# block 1

<file path="config.mk">
export PLATFORM = sky130hd
export DESIGN_NAME = reorder_buffer
export DESIGN_NICKNAME = d
export VERILOG_FILES = /design/src/rtl/reorder_buffer.sv
export SDC_FILE = /design/constraint.sdc
export NUM_CORES = 2
export LEC_CHECK = 0
export CAP_MARGIN = 10
export CORE_MARGIN = 2
export CORE_UTILIZATION = 55
export DETAILED_ROUTE_END_ITERATION = 10
export PLACE_DENSITY = 0.76
export SYNTH_ARGS = -nofsm -noshare
export SYNTH_HDL_FRONTEND = slang
export SYNTH_SLANG_ARGS = --single-unit
export TNS_END_PERCENT = 30
</file>
<file path="constraint.sdc">
create_clock -name clockIn -period 7.22 [get_ports clockIn]
set_input_delay 0.722 -clock clockIn [delete_from_list [all_inputs] [get_ports clockIn]]
set_output_delay 0.722 -clock clockIn [all_outputs]
set_load 0.01 [all_outputs]
</file>
<file path="src/rtl/reorder_buffer.sv">
// rtl/reorder_buffer.sv - circular in-order reorder buffer with CDB capture, commit, forwarding and mispredict flush
module reorder_buffer #(
  parameter int ROB_WIDTH = 4
) (
  input  logic                 clockIn,
  input  logic                 resetIn,
  input  logic                 readyIn,
  input  logic                 issueValid,
  input  logic                 issueHasDest,
  input  logic [4:0]           issueDest,
  output logic [ROB_WIDTH-1:0] issueRobId,
  output logic                 robFull,
  input  logic                 cdbValid,
  input  logic [ROB_WIDTH-1:0] cdbRobId,
  input  logic [31:0]          cdbValue,
  input  logic                 cdbMispredict,
  input  logic [31:0]          cdbNewPc,
  input  logic [ROB_WIDTH-1:0] robRs1Dep,
  output logic                 robRs1Ready,
  output logic [31:0]          robRs1Value,
  input  logic [ROB_WIDTH-1:0] robRs2Dep,
  output logic                 robRs2Ready,
  output logic [31:0]          robRs2Value,
  output logic                 regUpdateValid,
  output logic [4:0]           regUpdateDest,
  output logic [31:0]          regUpdateValue,
  output logic [ROB_WIDTH-1:0] regUpdateRobId,
  output logic                 clearOut,
  output logic [31:0]          newPcOut
);

  localparam int DEPTH = 1 << ROB_WIDTH;
  localparam logic [ROB_WIDTH:0] FULL_COUNT = (ROB_WIDTH+1)'(DEPTH);

  logic [ROB_WIDTH-1:0] head, tail;
  logic [ROB_WIDTH:0]   count;
  logic [DEPTH-1:0]     busy, ready, has_dest, mispredict;
  logic [4:0]           dest   [DEPTH];
  logic [31:0]          value  [DEPTH];
  logic [31:0]          new_pc [DEPTH];

  logic issue_fire, cdb_fire, commit_fire, flush;

  assign robFull     = (count == FULL_COUNT);
  assign issueRobId  = tail;
  assign issue_fire  = issueValid && !robFull && readyIn;
  assign cdb_fire    = cdbValid && readyIn && busy[cdbRobId];
  assign commit_fire = readyIn && (count != '0) && ready[head];
  assign flush       = commit_fire && mispredict[head];

  // Same-cycle CDB results bypass the entry array so dependents see them immediately.
  assign robRs1Ready = ready[robRs1Dep] || (cdbValid && cdbRobId == robRs1Dep);
  assign robRs1Value = (cdbValid && cdbRobId == robRs1Dep) ? cdbValue : value[robRs1Dep];
  assign robRs2Ready = ready[robRs2Dep] || (cdbValid && cdbRobId == robRs2Dep);
  assign robRs2Value = (cdbValid && cdbRobId == robRs2Dep) ? cdbValue : value[robRs2Dep];

  always_ff @(posedge clockIn or negedge resetIn) begin
    if (!resetIn) begin
      head           <= '0;
      tail           <= '0;
      count          <= '0;
      busy           <= '0;
      ready          <= '0;
      regUpdateValid <= 1'b0;
      regUpdateDest  <= '0;
      regUpdateValue <= '0;
      regUpdateRobId <= '0;
      clearOut       <= 1'b0;
      newPcOut       <= '0;
    end else begin
      regUpdateValid <= 1'b0;
      regUpdateDest  <= '0;
      regUpdateValue <= '0;
      regUpdateRobId <= '0;
      clearOut       <= 1'b0;
      newPcOut       <= '0;
      if (commit_fire) begin
        regUpdateValid <= 1'b1;
        regUpdateDest  <= has_dest[head] ? dest[head] : 5'd0;
        regUpdateValue <= value[head];
        regUpdateRobId <= head;
        busy[head]     <= 1'b0;
        head           <= head + 1'b1;
      end
      if (flush) begin
        // The branch's own link write still goes out; everything younger is dropped.
        clearOut <= 1'b1;
        newPcOut <= new_pc[head];
        busy     <= '0;
        ready    <= '0;
        tail     <= head + 1'b1;
        count    <= '0;
      end else begin
        if (cdb_fire)
          ready[cdbRobId] <= 1'b1;
        if (issue_fire) begin
          busy[tail]  <= 1'b1;
          ready[tail] <= 1'b0;
          tail        <= tail + 1'b1;
        end
        case ({issue_fire, commit_fire})
          2'b10:   count <= count + 1'b1;
          2'b01:   count <= count - 1'b1;
          default: count <= count;
        endcase
      end
    end
  end

  always_ff @(posedge clockIn) begin
    if (!flush) begin
      if (issue_fire) begin
        has_dest[tail]   <= issueHasDest;
        dest[tail]       <= issueDest;
        mispredict[tail] <= 1'b0;
      end
      if (cdb_fire) begin
        value[cdbRobId]      <= cdbValue;
        mispredict[cdbRobId] <= cdbMispredict;
        new_pc[cdbRobId]     <= cdbNewPc;
      end
    end
  end

endmodule

</file>
# block 2

## config.mk

```make
export PLATFORM = sky130hd
export DESIGN_NAME = bp_be_int_issue_arb_flat
export DESIGN_NICKNAME = d
export VERILOG_FILES = /design/src/rtl/bp_be_int_issue_arb_if.sv /design/src/rtl/bp_be_int_issue_arb.sv /design/src/flat_wrapper.sv
export SDC_FILE = /design/constraint.sdc
export NUM_CORES = 1
export LEC_CHECK = 0
export CAP_MARGIN = 30
export CORE_AREA = 2 2 155 157
export DETAILED_ROUTE_END_ITERATION = 8
export DIE_AREA = 0 0 157 159
export HOLD_SLACK_MARGIN = 0.06
export PLACE_DENSITY_LB_ADDON = 0.1
export SKIP_CTS_REPAIR_TIMING = 1
export SYNTH_ARGS = -nofsm -noshare
export SYNTH_HDL_FRONTEND = slang
export SYNTH_SLANG_ARGS = --single-unit
```

## constraint.sdc

```tcl
create_clock -name clk_i -period 6.15 [get_ports clk_i]
set_input_delay 1.23 -clock clk_i [delete_from_list [all_inputs] [get_ports clk_i]]
set_output_delay 1.23 -clock clk_i [all_outputs]
set_load 0.01 [all_outputs]
```

## src/rtl/bp_be_int_issue_arb_if.sv

```systemverilog
// Issue-arbiter bundle: two requester handshakes, pipe control and the staged
// reservation toward the integer pipe.
interface bp_be_int_issue_arb_if #(
    parameter int reservation_width_p = 128,
    parameter int starve_limit_p      = 4
);
    localparam int cnt_width_lp = $clog2(starve_limit_p + 1);

    logic                           flush_i;
    logic                           stall_i;
    logic                           req0_v_i;
    logic [reservation_width_p-1:0] req0_reservation_i;
    logic                           req0_ready_o;
    logic                           req1_v_i;
    logic [reservation_width_p-1:0] req1_reservation_i;
    logic                           req1_ready_o;
    logic                           v_o;
    logic [reservation_width_p-1:0] reservation_o;
    logic                           src_o;
    logic [cnt_width_lp-1:0]        starve_cnt_o;

    // Requesters and the integer pipe together form the master side.
    modport master (
        output flush_i, stall_i,
        output req0_v_i, req0_reservation_i, req1_v_i, req1_reservation_i,
        input  req0_ready_o, req1_ready_o,
        input  v_o, reservation_o, src_o, starve_cnt_o
    );

    modport slave (
        input  flush_i, stall_i,
        input  req0_v_i, req0_reservation_i, req1_v_i, req1_reservation_i,
        output req0_ready_o, req1_ready_o,
        output v_o, reservation_o, src_o, starve_cnt_o
    );
endinterface

```

## src/rtl/bp_be_int_issue_arb.sv

```systemverilog
// Two-requester fixed-priority issue arbiter with bounded starvation of
// requester 1, feeding a single staging register toward the integer pipe.
module bp_be_int_issue_arb #(
    parameter int reservation_width_p = 128,
    parameter int starve_limit_p      = 4
) (
    input  logic                  clk_i,
    input  logic                  reset_i,
    bp_be_int_issue_arb_if.slave  arb_if
);
    localparam int cnt_width_lp = $clog2(starve_limit_p + 1);
    localparam logic [cnt_width_lp-1:0] starve_limit_lp = cnt_width_lp'(starve_limit_p);

    logic                           v_r;
    logic [reservation_width_p-1:0] reservation_r;
    logic                           src_r;
    logic [cnt_width_lp-1:0]        starve_cnt_r;

    logic load;
    logic force1;
    logic grant0;
    logic grant1;
    logic lose1;

    // Reset gating keeps both readies low while reset is held.
    assign load   = ~reset_i & ~arb_if.flush_i & (~v_r | ~arb_if.stall_i);
    assign force1 = (starve_cnt_r == starve_limit_lp);
    assign grant1 = arb_if.req1_v_i & (~arb_if.req0_v_i | force1);
    assign grant0 = arb_if.req0_v_i & ~grant1;
    assign lose1  = arb_if.req0_v_i & arb_if.req1_v_i & grant0;

    assign arb_if.req0_ready_o = load & grant0;
    assign arb_if.req1_ready_o = load & grant1;

    always_ff @(posedge clk_i or posedge reset_i) begin
        if (reset_i) begin
            v_r           <= 1'b0;
            reservation_r <= '0;
            src_r         <= 1'b0;
            starve_cnt_r  <= '0;
        end else if (arb_if.flush_i) begin
            v_r          <= 1'b0;
            starve_cnt_r <= '0;
        end else if (load) begin
            v_r <= grant0 | grant1;
            if (grant1) begin
                reservation_r <= arb_if.req1_reservation_i;
                src_r         <= 1'b1;
            end else if (grant0) begin
                reservation_r <= arb_if.req0_reservation_i;
                src_r         <= 1'b0;
            end
            if (grant1) begin
                starve_cnt_r <= '0;
            end else if (lose1 && (starve_cnt_r != starve_limit_lp)) begin
                starve_cnt_r <= starve_cnt_r + cnt_width_lp'(1);
            end
        end
    end

    assign arb_if.v_o           = v_r;
    assign arb_if.reservation_o = reservation_r;
    assign arb_if.src_o         = src_r;
    assign arb_if.starve_cnt_o  = starve_cnt_r;
endmodule

```

## src/flat_wrapper.sv

```systemverilog
// flat-port wrapper written by rule: the top's interface ports become plain ports
module bp_be_int_issue_arb_flat 
#(
    parameter int reservation_width_p = 128,
    parameter int starve_limit_p      = 4
)
  (clk_i, reset_i, arb_if_flush_i, arb_if_stall_i, arb_if_req0_v_i, arb_if_req0_reservation_i, arb_if_req1_v_i, arb_if_req1_reservation_i, arb_if_req0_ready_o, arb_if_req1_ready_o, arb_if_v_o, arb_if_reservation_o, arb_if_src_o, arb_if_starve_cnt_o);
  bp_be_int_issue_arb_if #(.reservation_width_p(reservation_width_p), .starve_limit_p(starve_limit_p)) arb_if_i ();
  input  logic clk_i;
  input  logic reset_i;
  input wire logic [$bits(arb_if_i.flush_i)-1:0] arb_if_flush_i;
  input wire logic [$bits(arb_if_i.stall_i)-1:0] arb_if_stall_i;
  input wire logic [$bits(arb_if_i.req0_v_i)-1:0] arb_if_req0_v_i;
  input wire logic [$bits(arb_if_i.req0_reservation_i)-1:0] arb_if_req0_reservation_i;
  input wire logic [$bits(arb_if_i.req1_v_i)-1:0] arb_if_req1_v_i;
  input wire logic [$bits(arb_if_i.req1_reservation_i)-1:0] arb_if_req1_reservation_i;
  output wire logic [$bits(arb_if_i.req0_ready_o)-1:0] arb_if_req0_ready_o;
  output wire logic [$bits(arb_if_i.req1_ready_o)-1:0] arb_if_req1_ready_o;
  output wire logic [$bits(arb_if_i.v_o)-1:0] arb_if_v_o;
  output wire logic [$bits(arb_if_i.reservation_o)-1:0] arb_if_reservation_o;
  output wire logic [$bits(arb_if_i.src_o)-1:0] arb_if_src_o;
  output wire logic [$bits(arb_if_i.starve_cnt_o)-1:0] arb_if_starve_cnt_o;
  assign arb_if_i.flush_i = arb_if_flush_i;
  assign arb_if_i.stall_i = arb_if_stall_i;
  assign arb_if_i.req0_v_i = arb_if_req0_v_i;
  assign arb_if_i.req0_reservation_i = arb_if_req0_reservation_i;
  assign arb_if_i.req1_v_i = arb_if_req1_v_i;
  assign arb_if_i.req1_reservation_i = arb_if_req1_reservation_i;
  assign arb_if_req0_ready_o = arb_if_i.req0_ready_o;
  assign arb_if_req1_ready_o = arb_if_i.req1_ready_o;
  assign arb_if_v_o = arb_if_i.v_o;
  assign arb_if_reservation_o = arb_if_i.reservation_o;
  assign arb_if_src_o = arb_if_i.src_o;
  assign arb_if_starve_cnt_o = arb_if_i.starve_cnt_o;
  bp_be_int_issue_arb #(.reservation_width_p(reservation_width_p), .starve_limit_p(starve_limit_p)) u_core (.clk_i(clk_i), .reset_i(reset_i), .arb_if(arb_if_i));
endmodule
```

# block 3

## src/rtl/apb_fabric_intc.sv

```systemverilog
// apb_fabric_intc: APB address decoder / return mux for four external slaves
// plus a small interrupt controller (timer level + bus-error latch -> cpu_irq).
module apb_fabric_intc #(
  parameter int unsigned ADDR_WIDTH = 32,
  parameter int unsigned DATA_WIDTH = 32
) (
  input  logic                  clk,
  input  logic                  rts,
  // CPU master port
  input  logic [ADDR_WIDTH-1:0] m_paddr,
  input  logic [DATA_WIDTH-1:0] m_pwdata,
  output logic [DATA_WIDTH-1:0] m_prdata,
  input  logic                  m_psel,
  input  logic                  m_penable,
  input  logic                  m_pwrite,
  input  logic [3:0]            m_pstb,
  output logic                  m_pready,
  output logic                  m_perr,
  // system ROM
  output logic                  sys_sel,
  output logic                  sys_enable,
  input  logic [DATA_WIDTH-1:0] sys_rdata,
  input  logic                  sys_ready,
  input  logic                  sys_perr,
  // SRAM
  output logic                  sram_sel,
  output logic                  sram_enable,
  input  logic [DATA_WIDTH-1:0] sram_rdata,
  input  logic                  sram_ready,
  input  logic                  sram_perr,
  // UART
  output logic                  uart_sel,
  output logic                  uart_enable,
  input  logic [DATA_WIDTH-1:0] uart_rdata,
  input  logic                  uart_ready,
  input  logic                  uart_perr,
  // timer
  output logic                  timer_sel,
  output logic                  timer_enable,
  input  logic [DATA_WIDTH-1:0] timer_rdata,
  input  logic                  timer_ready,
  input  logic                  timer_perr,
  // interrupts
  input  logic                  timer_irq,
  output logic                  cpu_irq
);

  localparam int unsigned MAP_WIDTH = 32;
  localparam logic [11:0] OFF_PENDING = 12'h000;
  localparam logic [11:0] OFF_ENABLE  = 12'h004;
  localparam logic [11:0] OFF_ACTIVE  = 12'h008;

  logic [MAP_WIDTH-1:0] addr32;
  logic [11:0]          intc_off;
  logic hit_sys, hit_sram, hit_uart, hit_intc, hit_timer;
  logic access;

  logic [1:0] enable_q, enable_d;
  logic       buserr_q, buserr_d;
  logic       cpu_irq_q, cpu_irq_d;
  logic [1:0] pending;
  logic [DATA_WIDTH-1:0] intc_rdata;
  logic intc_wr, buserr_set, buserr_clr;

  logic unused_ok;

  assign addr32   = MAP_WIDTH'(m_paddr);
  assign intc_off = m_paddr[11:0];
  assign access   = m_psel & m_penable;
  assign unused_ok = ^{m_pwdata[DATA_WIDTH-1:2], m_pwdata[0], m_pstb[3:1]};

  // Address decode: at most one region matches any address
  always_comb begin
    hit_sys   = (addr32[31:16] == 16'h0000);
    hit_uart  = (addr32[31:12] == 20'h10000);
    hit_intc  = (addr32[31:12] == 20'h10001);
    hit_timer = (addr32[31:12] == 20'h10002);
    hit_sram  = (addr32[31:28] == 4'h8);
  end

  // Per-slave select / access-phase enable
  always_comb begin
    sys_sel      = m_psel & hit_sys;
    sram_sel     = m_psel & hit_sram;
    uart_sel     = m_psel & hit_uart;
    timer_sel    = m_psel & hit_timer;
    sys_enable   = access & hit_sys;
    sram_enable  = access & hit_sram;
    uart_enable  = access & hit_uart;
    timer_enable = access & hit_timer;
  end

  // Interrupt controller register read view
  always_comb begin
    pending = {buserr_q, timer_irq};
    case (intc_off)
      OFF_PENDING: intc_rdata = DATA_WIDTH'(pending);
      OFF_ENABLE:  intc_rdata = DATA_WIDTH'(enable_q);
      OFF_ACTIVE:  intc_rdata = DATA_WIDTH'(pending & enable_q);
      default:     intc_rdata = '0;
    endcase
  end

  // Return mux: hit slave drives master; INTC is zero-wait; unmapped errors
  always_comb begin
    m_prdata = '0;
    m_pready = 1'b0;
    m_perr   = 1'b0;
    if (m_psel) begin
      if (hit_sys) begin
        m_prdata = sys_rdata;
        m_pready = sys_ready;
        m_perr   = sys_perr;
      end else if (hit_sram) begin
        m_prdata = sram_rdata;
        m_pready = sram_ready;
        m_perr   = sram_perr;
      end else if (hit_uart) begin
        m_prdata = uart_rdata;
        m_pready = uart_ready;
        m_perr   = uart_perr;
      end else if (hit_timer) begin
        m_prdata = timer_rdata;
        m_pready = timer_ready;
        m_perr   = timer_perr;
      end else if (hit_intc) begin
        m_prdata = intc_rdata;
        m_pready = m_penable;
      end else begin
        m_pready = m_penable;
        m_perr   = m_penable;
      end
    end
  end

  // Next-state: register writes, bus-error latch (set beats clear), irq
  always_comb begin
    intc_wr    = access & m_pwrite & hit_intc;
    buserr_set = access & m_pready & m_perr;
    buserr_clr = intc_wr & (intc_off == OFF_PENDING) & m_pstb[0] & m_pwdata[1];
    enable_d   = enable_q;
    if (intc_wr && (intc_off == OFF_ENABLE) && m_pstb[0]) begin
      enable_d = m_pwdata[1:0];
    end
    buserr_d  = buserr_set | (buserr_q & ~buserr_clr);
    cpu_irq_d = |(pending & enable_q);
  end

  // State registers
  always_ff @(posedge clk or posedge rts) begin
    if (rts) begin
      enable_q  <= 2'b00;
      buserr_q  <= 1'b0;
      cpu_irq_q <= 1'b0;
    end else begin
      enable_q  <= enable_d;
      buserr_q  <= buserr_d;
      cpu_irq_q <= cpu_irq_d;
    end
  end

  assign cpu_irq = cpu_irq_q;

endmodule

```

## config.mk

```make
export PLATFORM = sky130hd
export DESIGN_NAME = apb_fabric_intc
export DESIGN_NICKNAME = d
export VERILOG_FILES = /design/src/rtl/apb_fabric_intc.sv
export SDC_FILE = /design/constraint.sdc
export NUM_CORES = 1
export LEC_CHECK = 0
export ABC_AREA = 1
export ABC_CLOCK_PERIOD_IN_PS = 4200
export CAP_MARGIN = 20
export CORE_AREA = 2 2 98 100
export DETAILED_ROUTE_END_ITERATION = 16
export DIE_AREA = 0 0 100 102
export GPL_TIMING_DRIVEN = 0
export PLACE_DENSITY = 0.68
export SYNTH_ARGS = -nofsm -noshare
export SYNTH_HDL_FRONTEND = slang
export SYNTH_SLANG_ARGS = --single-unit
```

## constraint.sdc

```tcl
create_clock -name clk -period 4.2 [get_ports clk]
set_clock_uncertainty 0.15 [all_clocks]
set_input_delay 0.63 -clock clk [delete_from_list [all_inputs] [get_ports clk]]
set_output_delay 0.63 -clock clk [all_outputs]
set_load 0.03 [all_outputs]
```

# block 4

--- src/rtl/adma_block_engine_if.sv ---
// Bus interface of the ADMA block engine.
// Carries the register-file controls (start, abort, direction, gap control, address/size/count),
// the RAM port (address, read/write strobes, data in/out), the FIFO port (push/pop, full/empty,
// data in/out) and the status outputs (busy, block_gap_event, transfer_complete, error_status).
// master: the engine side. slave: the register file / RAM / FIFO side.
interface adma_block_engine_if #(
    parameter int unsigned DATA_W  = 32,
    parameter int unsigned ADDR_W  = 64,
    parameter int unsigned BSIZE_W = 12,
    parameter int unsigned BCNT_W  = 16
);
    // Control from the register file
    logic               start;
    logic               abort;
    logic               direction;
    logic               stop_at_gap;
    logic               continue_req;
    logic [ADDR_W-1:0]  start_address;
    logic [BSIZE_W-1:0] block_size;
    logic [BCNT_W-1:0]  block_count;
    // RAM / FIFO inputs
    logic [DATA_W-1:0]  data_from_ram;
    logic [DATA_W-1:0]  data_from_fifo;
    logic               fifo_full;
    logic               fifo_empty;
    // RAM / FIFO outputs
    logic [DATA_W-1:0]  data_to_ram;
    logic [DATA_W-1:0]  data_to_fifo;
    logic [ADDR_W-1:0]  ram_address;
    logic               ram_write;
    logic               ram_read;
    logic               fifo_write;
    logic               fifo_read;
    // Status
    logic               busy;
    logic               block_gap_event;
    logic               transfer_complete;
    logic [2:0]         error_status;

    modport master (
        input  start, abort, direction, stop_at_gap, continue_req,
        input  start_address, block_size, block_count,
        input  data_from_ram, data_from_fifo, fifo_full, fifo_empty,
        output data_to_ram, data_to_fifo, ram_address,
        output ram_write, ram_read, fifo_write, fifo_read,
        output busy, block_gap_event, transfer_complete, error_status
    );

    modport slave (
        output start, abort, direction, stop_at_gap, continue_req,
        output start_address, block_size, block_count,
        output data_from_ram, data_from_fifo, fifo_full, fifo_empty,
        input  data_to_ram, data_to_fifo, ram_address,
        input  ram_write, ram_read, fifo_write, fifo_read,
        input  busy, block_gap_event, transfer_complete, error_status
    );
endinterface

--- src/rtl/adma_block_engine.sv ---
// ADMA block engine: moves block_count blocks of block_size bytes between system RAM and the
// host data FIFO, one word at a time, in either direction.
// Ports:
//   CLK    - clock, all logic on the rising edge
//   RESET  - synchronous active-low reset
//   bus_io - adma_block_engine_if master: register-file controls, RAM port, FIFO port, status
// Each word takes a request/pop cycle, a push/store cycle and an ADVANCE cycle (3 cycles
// unstalled). Configuration is validated at start; a bad configuration only loads error_status.
module adma_block_engine #(
    parameter int unsigned DATA_W  = 32,
    parameter int unsigned ADDR_W  = 64,
    parameter int unsigned BSIZE_W = 12,
    parameter int unsigned BCNT_W  = 16
) (
    input logic                  CLK,
    input logic                  RESET,
    adma_block_engine_if.master  bus_io
);
    localparam int unsigned BPW   = DATA_W / 8;
    localparam int unsigned OFF_W = $clog2(BPW);

    typedef enum logic [2:0] {
        StIdle,
        StRdReq,
        StRdPush,
        StWrPop,
        StWrStore,
        StAdvance,
        StGap,
        StDone
    } state_e;

    state_e             state_q;
    logic [ADDR_W-1:0]  addr_q;
    logic [BSIZE_W-1:0] wpb_q;
    logic [BSIZE_W-1:0] word_cnt_q;
    logic [BCNT_W-1:0]  bcnt_q;
    logic [BCNT_W-1:0]  blk_cnt_q;
    logic               dir_q;
    logic               busy_q;
    logic               gap_evt_q;
    logic               done_q;
    logic [2:0]         err_q;

    logic [2:0] cfg_err;
    logic       word_last;
    logic       blk_last;
    logic       run;
    state_e     xfer_st;

    always_comb begin
        cfg_err[0] = (bus_io.block_size == '0) ||
                     ((bus_io.block_size % BSIZE_W'(BPW)) != '0);
        cfg_err[1] = (bus_io.block_count == '0);
        cfg_err[2] = ((bus_io.start_address % ADDR_W'(BPW)) != '0);
        word_last  = ((word_cnt_q + BSIZE_W'(1)) == wpb_q);
        blk_last   = word_last && ((blk_cnt_q + BCNT_W'(1)) == bcnt_q);
        xfer_st    = dir_q ? StRdReq : StWrPop;
        // Strobes are suppressed in a cycle that is being aborted or reset.
        run        = RESET && !bus_io.abort;
    end

    always_ff @(posedge CLK) begin
        if (!RESET) begin
            state_q    <= StIdle;
            addr_q     <= '0;
            wpb_q      <= '0;
            word_cnt_q <= '0;
            bcnt_q     <= '0;
            blk_cnt_q  <= '0;
            dir_q      <= 1'b0;
            busy_q     <= 1'b0;
            gap_evt_q  <= 1'b0;
            done_q     <= 1'b0;
            err_q      <= '0;
        end else begin
            gap_evt_q <= 1'b0;
            done_q    <= 1'b0;
            if (bus_io.abort) begin
                // In IDLE this also swallows a coincident start.
                state_q <= StIdle;
                busy_q  <= 1'b0;
            end else begin
                case (state_q)
                    StIdle: begin
                        if (bus_io.start) begin
                            err_q <= cfg_err;
                            if (cfg_err == '0) begin
                                addr_q     <= bus_io.start_address;
                                wpb_q      <= bus_io.block_size >> OFF_W;
                                bcnt_q     <= bus_io.block_count;
                                dir_q      <= bus_io.direction;
                                word_cnt_q <= '0;
                                blk_cnt_q  <= '0;
                                busy_q     <= 1'b1;
                                state_q    <= bus_io.direction ? StRdReq : StWrPop;
                            end
                        end
                    end
                    StRdReq: begin
                        if (!bus_io.fifo_full) state_q <= StRdPush;
                    end
                    StRdPush: state_q <= StAdvance;
                    StWrPop: begin
                        if (!bus_io.fifo_empty) state_q <= StWrStore;
                    end
                    StWrStore: state_q <= StAdvance;
                    StAdvance: begin
                        addr_q <= addr_q + ADDR_W'(BPW);
                        if (word_last) begin
                            word_cnt_q <= '0;
                            blk_cnt_q  <= blk_cnt_q + BCNT_W'(1);
                        end else begin
                            word_cnt_q <= word_cnt_q + BSIZE_W'(1);
                        end
                        // Final block wins over a gap request at the same boundary.
                        if (blk_last) begin
                            state_q <= StDone;
                            done_q  <= 1'b1;
                        end else if (word_last && bus_io.stop_at_gap) begin
                            state_q   <= StGap;
                            gap_evt_q <= 1'b1;
                        end else begin
                            state_q <= xfer_st;
                        end
                    end
                    StGap: begin
                        if (bus_io.continue_req) state_q <= xfer_st;
                    end
                    StDone: begin
                        state_q <= StIdle;
                        busy_q  <= 1'b0;
                    end
                    default: begin
                        state_q <= StIdle;
                        busy_q  <= 1'b0;
                    end
                endcase
            end
        end
    end

    assign bus_io.ram_read          = run && (state_q == StRdReq) && !bus_io.fifo_full;
    assign bus_io.fifo_write        = run && (state_q == StRdPush);
    assign bus_io.fifo_read         = run && (state_q == StWrPop) && !bus_io.fifo_empty;
    assign bus_io.ram_write         = run && (state_q == StWrStore);
    // Read data arrives the cycle after the request, so it is forwarded straight through.
    assign bus_io.data_to_fifo      = (state_q == StRdPush) ? bus_io.data_from_ram : '0;
    assign bus_io.data_to_ram       = (state_q == StWrStore) ? bus_io.data_from_fifo : '0;
    assign bus_io.ram_address       = addr_q;
    assign bus_io.busy              = busy_q;
    assign bus_io.block_gap_event   = gap_evt_q;
    assign bus_io.transfer_complete = done_q && run;
    assign bus_io.error_status      = err_q;
endmodule
--- src/flat_wrapper.sv ---
// flat-port wrapper written by rule: the top's interface ports become plain ports
module adma_block_engine_flat 
#(
    parameter int unsigned DATA_W  = 32,
    parameter int unsigned ADDR_W  = 64,
    parameter int unsigned BSIZE_W = 12,
    parameter int unsigned BCNT_W  = 16
)
  (CLK, RESET, bus_io_start, bus_io_abort, bus_io_direction, bus_io_stop_at_gap, bus_io_continue_req, bus_io_start_address, bus_io_block_size, bus_io_block_count, bus_io_data_from_ram, bus_io_data_from_fifo, bus_io_fifo_full, bus_io_fifo_empty, bus_io_data_to_ram, bus_io_data_to_fifo, bus_io_ram_address, bus_io_ram_write, bus_io_ram_read, bus_io_fifo_write, bus_io_fifo_read, bus_io_busy, bus_io_block_gap_event, bus_io_transfer_complete, bus_io_error_status);
  adma_block_engine_if #(.DATA_W(DATA_W), .ADDR_W(ADDR_W), .BSIZE_W(BSIZE_W), .BCNT_W(BCNT_W)) bus_io_i ();
  input logic CLK;
  input logic RESET;
  input wire logic [$bits(bus_io_i.start)-1:0] bus_io_start;
  input wire logic [$bits(bus_io_i.abort)-1:0] bus_io_abort;
  input wire logic [$bits(bus_io_i.direction)-1:0] bus_io_direction;
  input wire logic [$bits(bus_io_i.stop_at_gap)-1:0] bus_io_stop_at_gap;
  input wire logic [$bits(bus_io_i.continue_req)-1:0] bus_io_continue_req;
  input wire logic [$bits(bus_io_i.start_address)-1:0] bus_io_start_address;
  input wire logic [$bits(bus_io_i.block_size)-1:0] bus_io_block_size;
  input wire logic [$bits(bus_io_i.block_count)-1:0] bus_io_block_count;
  input wire logic [$bits(bus_io_i.data_from_ram)-1:0] bus_io_data_from_ram;
  input wire logic [$bits(bus_io_i.data_from_fifo)-1:0] bus_io_data_from_fifo;
  input wire logic [$bits(bus_io_i.fifo_full)-1:0] bus_io_fifo_full;
  input wire logic [$bits(bus_io_i.fifo_empty)-1:0] bus_io_fifo_empty;
  output wire logic [$bits(bus_io_i.data_to_ram)-1:0] bus_io_data_to_ram;
  output wire logic [$bits(bus_io_i.data_to_fifo)-1:0] bus_io_data_to_fifo;
  output wire logic [$bits(bus_io_i.ram_address)-1:0] bus_io_ram_address;
  output wire logic [$bits(bus_io_i.ram_write)-1:0] bus_io_ram_write;
  output wire logic [$bits(bus_io_i.ram_read)-1:0] bus_io_ram_read;
  output wire logic [$bits(bus_io_i.fifo_write)-1:0] bus_io_fifo_write;
  output wire logic [$bits(bus_io_i.fifo_read)-1:0] bus_io_fifo_read;
  output wire logic [$bits(bus_io_i.busy)-1:0] bus_io_busy;
  output wire logic [$bits(bus_io_i.block_gap_event)-1:0] bus_io_block_gap_event;
  output wire logic [$bits(bus_io_i.transfer_complete)-1:0] bus_io_transfer_complete;
  output wire logic [$bits(bus_io_i.error_status)-1:0] bus_io_error_status;
  assign bus_io_i.start = bus_io_start;
  assign bus_io_i.abort = bus_io_abort;
  assign bus_io_i.direction = bus_io_direction;
  assign bus_io_i.stop_at_gap = bus_io_stop_at_gap;
  assign bus_io_i.continue_req = bus_io_continue_req;
  assign bus_io_i.start_address = bus_io_start_address;
  assign bus_io_i.block_size = bus_io_block_size;
  assign bus_io_i.block_count = bus_io_block_count;
  assign bus_io_i.data_from_ram = bus_io_data_from_ram;
  assign bus_io_i.data_from_fifo = bus_io_data_from_fifo;
  assign bus_io_i.fifo_full = bus_io_fifo_full;
  assign bus_io_i.fifo_empty = bus_io_fifo_empty;
  assign bus_io_data_to_ram = bus_io_i.data_to_ram;
  assign bus_io_data_to_fifo = bus_io_i.data_to_fifo;
  assign bus_io_ram_address = bus_io_i.ram_address;
  assign bus_io_ram_write = bus_io_i.ram_write;
  assign bus_io_ram_read = bus_io_i.ram_read;
  assign bus_io_fifo_write = bus_io_i.fifo_write;
  assign bus_io_fifo_read = bus_io_i.fifo_read;
  assign bus_io_busy = bus_io_i.busy;
  assign bus_io_block_gap_event = bus_io_i.block_gap_event;
  assign bus_io_transfer_complete = bus_io_i.transfer_complete;
  assign bus_io_error_status = bus_io_i.error_status;
  adma_block_engine #(.DATA_W(DATA_W), .ADDR_W(ADDR_W), .BSIZE_W(BSIZE_W), .BCNT_W(BCNT_W)) u_core (.CLK(CLK), .RESET(RESET), .bus_io(bus_io_i));
endmodule
--- config.mk ---
export PLATFORM = sky130hd
export DESIGN_NAME = adma_block_engine_flat
export DESIGN_NICKNAME = d
export VERILOG_FILES = /design/src/rtl/adma_block_engine_if.sv /design/src/rtl/adma_block_engine.sv /design/src/flat_wrapper.sv
export SDC_FILE = /design/constraint.sdc
export NUM_CORES = 1
export LEC_CHECK = 0
export CAP_MARGIN = 20
export CORE_MARGIN = 5
export CORE_UTILIZATION = 35
export CTS_BUF_LIST = sky130_fd_sc_hd__clkbuf_4
export CTS_CLUSTER_SIZE = 10
export DETAILED_ROUTE_END_ITERATION = 10
export PLACE_DENSITY = 0.66
export SLEW_MARGIN = 30
export SYNTH_ARGS = -nofsm -noshare
export SYNTH_HDL_FRONTEND = slang
export SYNTH_SLANG_ARGS = --single-unit
export TNS_END_PERCENT = 10
--- constraint.sdc ---
create_clock -name CLK -period 4.5 [get_ports CLK]
set_input_delay 0.9 -clock CLK [delete_from_list [all_inputs] [get_ports CLK]]
set_output_delay 0.9 -clock CLK [all_outputs]
set_load 0.02 [all_outputs]
Figure 1. Cell outlines without signal wires (block 3).
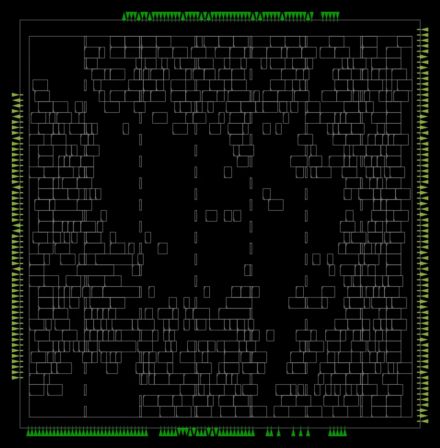
number of filler instances in the final layout: 924
non-filler cells in the finished layout: 665
utilization after layout: 0.4576
num rows: 35
fraction of standard cell area that is sequential: 0.02402

==> flow_summary.toml, block 3 <==
# physical design summary
[clock_tree]
cts_setup_buffers = 0
cts_resized = 0
insertion_delay_ps = 220
cts-root-to-sink-buffers = 2
cts_hold_buf = 0

[setup_path]
required_ps = 3420
timing.critical_path.fanout_max = 10

[die]
io-pin-count = 253

[synth]
ys.flops = 4
ys_sh_xor = 0
synthTopCellsByArea = "inv_1, o221ai_1, o21ai_1"
ys_chip_area_um2 = 1795

[placement]
dpl_worst_slack_ps = 178.3

[sta]
worstMarginPinSlew_ps = 519.6

[route]
post-route-drc-count = 0
detailroute.via_count = 3097

[layout]
lay_top_cells = "clkdlybuf4s50_1, inv_1, nand2_1"

[grt]
antenna_violations_before_repair = 0
grt_max_degree = 11

[outcome]
result_of_the_run = "completed"
## block 3: critical path, stage by stage
cell and delay [ps]:
clkdlybuf4s50_1 590, nand3_2 130, nor2_2 180, nand3_1 190
buf_2 230, o221ai_1 170, o21ai_1 120, o21ai_1 220
clkdlybuf4s50_1 720
## block 3: metal layers
metal	global-route usage	wire length, µm	share of wire
met3	0.02873	823	0.085
met1	0.1859	3722	0.38
met2	0.3519	5032	0.52
met4	0.03267	117	0.012
met5	0	0	0
## block 3: layout make-up
cell class              instances  area [µm²]
repair buffers                219        2192
flip-flops and latches          4       100.1
fillers                       924        4941
plain buffers                  18       102.6
multi-input cells             219        1251
inverters                      91       341.6
clock buffers                   3       41.29
well taps                     111       138.9
## block 3: how the worst max path moves through the flow
stage | startpoint | to | slack, ps | cells after the start
2_1_floorplan | m_paddr[27] | m_prdata[10] | 1430 | 8
3_3_place_gp | m_paddr[23] | m_prdata[2] | 180 | 10
3_5_place_dp | m_paddr[26] | m_prdata[2] | 180 | 10
4_1_cts | m_paddr[26] | m_prdata[2] | 180 | 10
5_1_grt | m_paddr[30] | m_prdata[13] | 50 | 10
6_report | m_paddr[28] | m_prdata[2] | 230 | 9
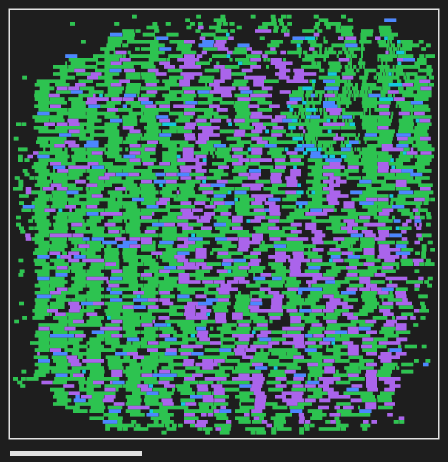
Figure 2: block 1, sizing map.
Scale bar: 100 µm.
[purple] _2 cells | cells: 783
[cyan] _3 and _4 cells | cells: 79
[green] _0 and _1 cells | cells: 1,874
[blue] _6 and larger | cells: 170

Figure 3. Sequential cells coloured by netlist name (block 1).
Scale bar: 100 µm.
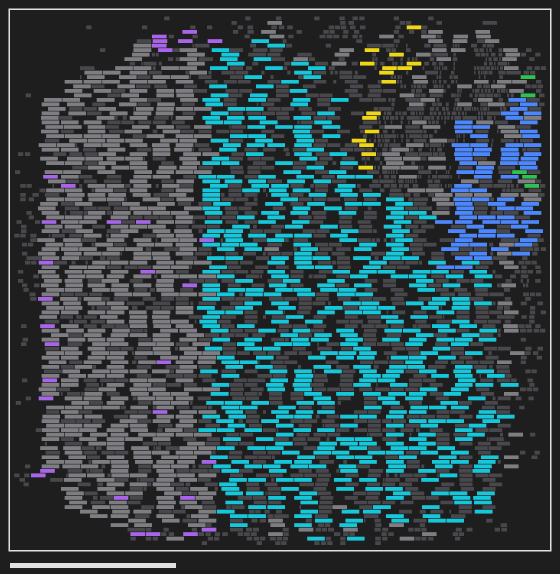
[cyan] value | flops: 512
[green] regUpdateDest | flops: 5
[yellow] ready | flops: 16
[purple] newPcOut | flops: 32
[blue] dest | flops: 80

==> flow_summary.toml, block 1 <==
# physical design summary
[route]
detailroute.via_count = 30180
drt_iter0_drc = 3764
post-route-drc-count = 0

[die]
dieArea_um2 = 105400

[setup_path]
cp_delay_by_family_top = "buffers and inverters"
worst-r2r-setup-slack_ps = 1870
critical_path.endpoint_type = "flip-flop"
critical_r2r_launch = "head[2]$_DFFE_PN0P_"
reg2reg_to = "value[6][8]$_DFFE_PP_"
largest_stage_delay_on_the_critical_path_ps = 950
rr_worst_depth = 7

[sta]
fin_ws_ps = 1869
final.hold.worst_slack_ps = 17.09

[synth]
ys_seq_frac = 0.6563
synth_cells = 2588
synth_cell_type_count = 49
yosys_most_used_dff = "edfxtp_1"

[placement]
dpl_worst_slack_ps = 1921
port_buffers = 233

[grt]
first_global_vias = 31610
grt_util_met1 = 0.3847

[clock_tree]
cts_setup_buffers = 0
htreeDepth = 3

[run]
maxCapViolations = 0

[pwr]
powerDensity_nw_per_um2 = 318.6

[layout]
final_area_um2 = 64620
biggestCellCategory = "flip-flops and latches"

[outcome]
result_of_the_run = "completed"
-- block 1: power by group --
group	switching, W	internal (W)
combinational	0.00259	0.00280
clock	0.00277	0.00377
sequential	0.000387	0.00826
-- block 1: cells by family after synthesis --
| family | count (synthesis) | share of synthesized area |
|---|---|---|
| and+or+nand+nor | 239 | 0.02202 |
| adders and majority gates | 10 | 0.002213 |
| muxes | 773 | 0.2918 |
| AOI/OAI and AO/OA | 78 | 0.009315 |
| DFF | 1256 | 0.6563 |
| buffers and inverters | 214 | 0.01551 |
| xor gates and xnor gates | 18 | 0.002788 |
-- block 1: cells in the mapped netlist, types with 11 or more instances --
library cell	n	area, µm²
mux2i_1	13	130.1
mux4_2	694	15630
dfrtp_1	120	3003
and2_1	37	231.5
and3_1	39	244.0
buf_1	51	191.4
o22a_1	11	96.34
buf_2	33	165.2
mux2_2	66	743.2
nor2_1	57	214.0
nand2_1	38	142.6
a21oi_1	21	105.1
inv_1	15	56.30
nand3_1	18	90.09
edfxtp_1	1136	34110
a31oi_1	13	81.33
nor3_1	20	100.1
clkbuf_1	109	409.1
Figure 4. Sizing map (block 2).
Scale bar: 50 µm.
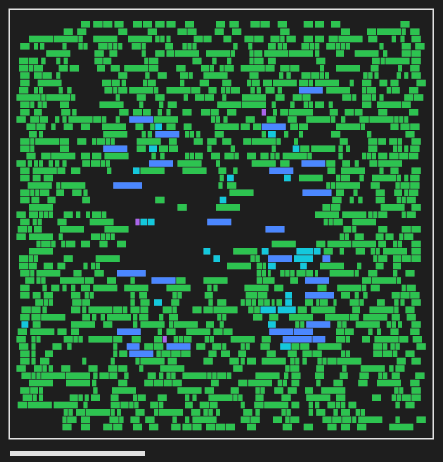
[purple] _2 cells | cells: 3
[blue] _6 and larger | cells: 27
[cyan] _3 and _4 cells | cells: 26
[green] _0 and _1 cells | cells: 1,064

==> flow_summary.toml, block 2 <==
# physical design summary
[outcome]
result_of_the_run = "completed"

[setup_path]
required_ps = 4920
start_kind = "input port"
cp-endpoint = "arb_if_req0_ready_o"
timing.critical_path.fanout_max = 62

[synth]
ys_chip_area_um2 = 7089
yosys_most_used_dff = "dfrtp_1"
post_synth.cell_area_avg_um2 = 8.962
ys_sh_xor = 0
syn-num-nets = 1055
syn_area_um2 = 7089
synthSimpleGateAreaFrac = 0.01077

[grt]
wire_length_of_the_first_global_routing_pass_um = 48560

[layout]
n_antenna_cell = 1
post_layout_nonfiller_instances = 1440
inv_count = 4
mi_logic_area_um2 = 3272
area_growth_syn_to_layout_pct = 66.24

[worst_hold_path]
hold-path-cell-count = 1

[placement]
place_inst = 1408
dpl_worst_slack_ps = 1337

[sta]
timing.max_slew.rel_slack = 0.3509

[route]
drt_iter0_drc = 556

[pwr]
sw_frac_of_total = 0.2956
pg_comb_w = 0.00102
block 2: layer usage:
layer | vias to the layer above | global-route usage | part of all wire | routed length, µm
met5 | - | 0 | 0 | 0
met4 | 0 | 0.1018 | 0.036 | 1135
met3 | 58 | 0.06777 | 0.082 | 2613
met2 | 372 | 0.3949 | 0.47 | 15080
met1 | 3954 | 0.3194 | 0.41 | 13120
li1 | 3713 | - | - | -
block 2: state kept, by name, indices dropped and copies added, names as in the netlist:
| register | cells |
|---|---|
| u_core.arb_if.src_o | 1 |
| u_core.arb_if.reservation_o | 128 |
| u_core.arb_if.v_o | 1 |
| u_core.arb_if.starve_cnt_o | 3 |
block 2: cells in the final DEF, fill, tap and decap left out, drive strengths merged:
master / instances
a211o: 1
a211oi: 1
a21bo: 1
a21boi: 1
a21oi: 258
a311oi: 128
a31oi: 1
and3: 1
buf: 17
bufinv: 5
clkbuf: 19
clkdlybuf4s50: 395
clkinv: 7
clkinvlp: 1
dfrtp: 133
diode: 1
ha: 2
inv: 3
nand2: 3
nand3b: 1
nand4: 3
nor2: 2
nor2b: 3
o21ai: 132
o2bb2ai: 1
or2: 1
Figure 5. Cell outlines without signal wires (block 4).
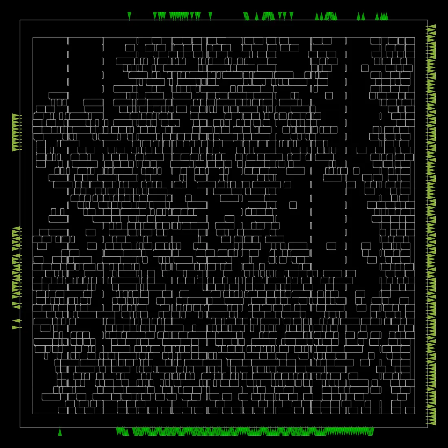
number of filler instances in the final layout: 2,235
count of sequential standard cells: 128
utilization after layout: 0.5102

==> flow_summary.toml, block 4 <==
# physical design summary
[layout]
n_antenna_cell = 5
lay_top_cells = "clkdlybuf4s50_1, nand2_1, dfxtp_1"
combAreaFraction = 0.4426
finish.net_count = 1508

[sta]
final.hold.worst_slack_ps = 477.9
timing.max_slew.rel_slack = 0.3782
timing.fmax_ghz = 0.2695
final.period_utilization = 0.8245
report.final.hold_viol_count = 0

[outcome]
result_of_the_run = "completed"

[die]
die_x_um = 162.0
dieArea_um2 = 26240
io-pin-count = 303

[placement]
port_buffers = 302

[pwr]
power.sequential.total_w = 0.00114
pg_comb_w = 0.000257

[synth]
syn_area_um2 = 8085
syn-num-nets = 1260

[run]
openroad.warnings = 26

[clock_tree]
cts_resized = 0
## block 4: synth_stat cells (all sizes together), types with 7 or more instances
| library cell | count | share of area |
|---|---|---|
| a211oi | 13 | 0.013 |
| a21o | 7 | 0.0065 |
| a21oi | 93 | 0.058 |
| a221oi | 8 | 0.0087 |
| a311oi | 7 | 0.0076 |
| a31oi | 22 | 0.017 |
| and2 | 14 | 0.011 |
| and3 | 82 | 0.063 |
| and4 | 15 | 0.016 |
| buf | 15 | 0.0096 |
| clkbuf | 77 | 0.036 |
| dfxtp | 128 | 0.32 |
| inv | 15 | 0.0070 |
| mux2i | 16 | 0.020 |
| nand2 | 145 | 0.068 |
| nand3 | 36 | 0.022 |
| nand4 | 25 | 0.020 |
| nor2 | 83 | 0.039 |
| nor3 | 37 | 0.023 |
| nor4 | 22 | 0.019 |
| o211ai | 7 | 0.0065 |
| o21ai | 57 | 0.035 |
| o221a | 7 | 0.0097 |
| or3 | 15 | 0.012 |
| xnor2 | 28 | 0.030 |
| xor2 | 11 | 0.012 |
## block 4: cells by family after synthesis
logic type / synth area share
xor+xnor: 0.04225
buf+inv: 0.05246
flops: 0.3169
compound gates: 0.2416
mux: 0.02120
fa+ha+maj: 0.004643
simple gates: 0.3210


==> layout pictures side by side <==
Wiring heat map.
panel A
32 x 32 tiles, from dark blue (low) to red (high), scaled to the fullest tile. Values are wire area over tile area, all layers added.
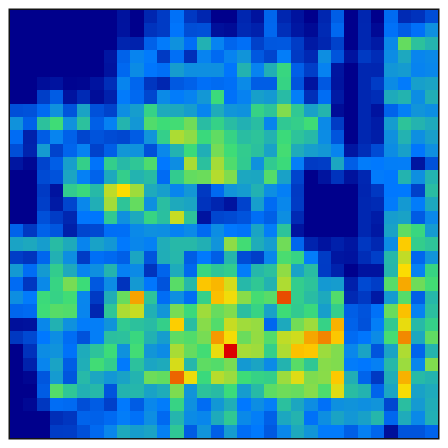
panel B
31 x 32 tiles, from dark blue (low) to red (high), scaled to the fullest tile. Values are wire area over tile area, all layers added.
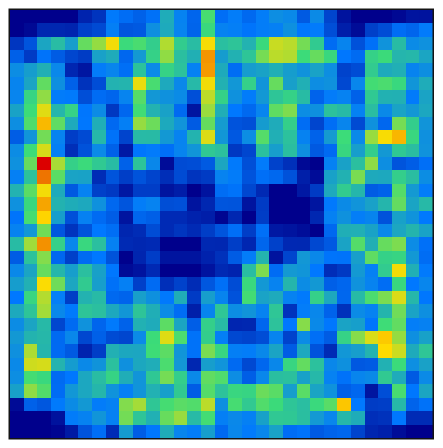
panel C
32 x 32 tiles, from dark blue (low) to red (high), scaled to the fullest tile. Values are wire area over tile area, all layers added.
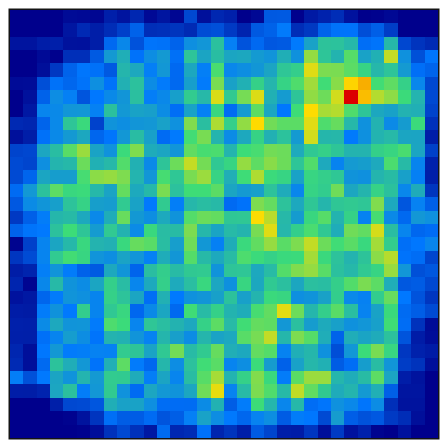
panel D
20 x 20 tiles, from dark blue (low) to red (high), scaled to the fullest tile. Values are wire area over tile area, all layers added.
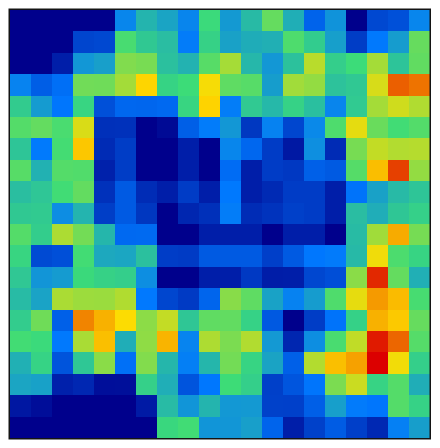
| from | picture |
|---|---|
| block 3 | panel D |
| block 1 | panel C |
| block 2 | panel B |
| block 4 | panel A |

Key to panel A:
emptiest ninth of the die: top left
mean over tiles: 0.20
nearly empty tiles: 9.9%
tiles over half the peak: 14%
densest ninth of the die: bottom middle


==> layout pictures side by side <==
Routed clock nets over the placement.
image #1
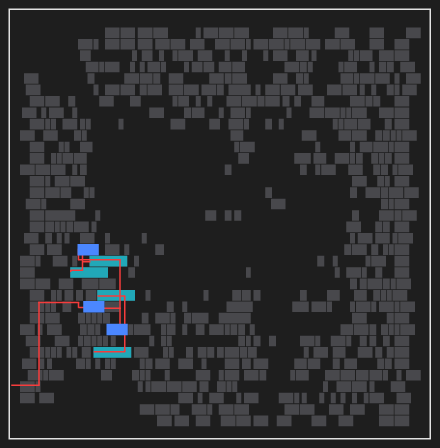
image #2
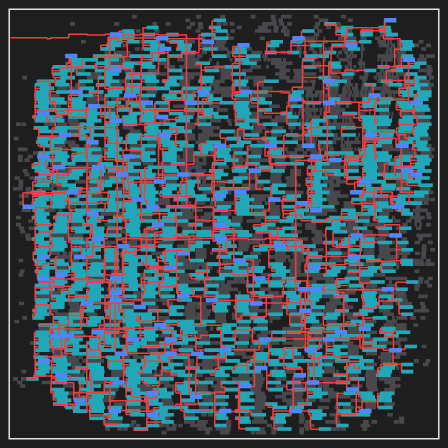
image #3
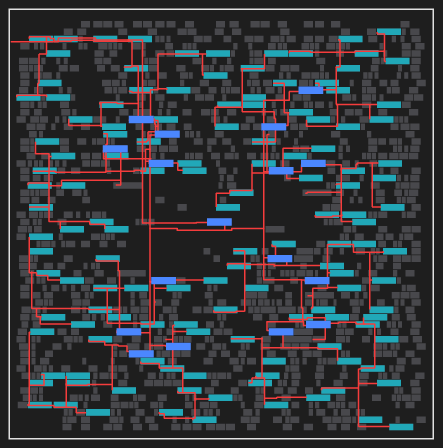
image #4
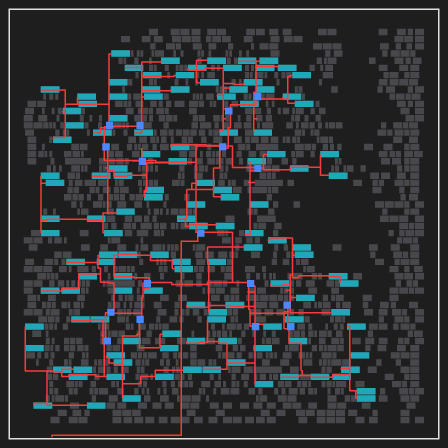
| from | picture |
|---|---|
| block 4 | image #4 |
| block 3 | image #1 |
| block 1 | image #2 |
| block 2 | image #3 |

Key to image #1:
[red] clock wires | length: 115 µm
[blue] clock drivers | count: 3
[cyan] flip-flops | count: 4
routed clock nets: 4

No activity file was given, so power comes from the tool's default toggle rates.
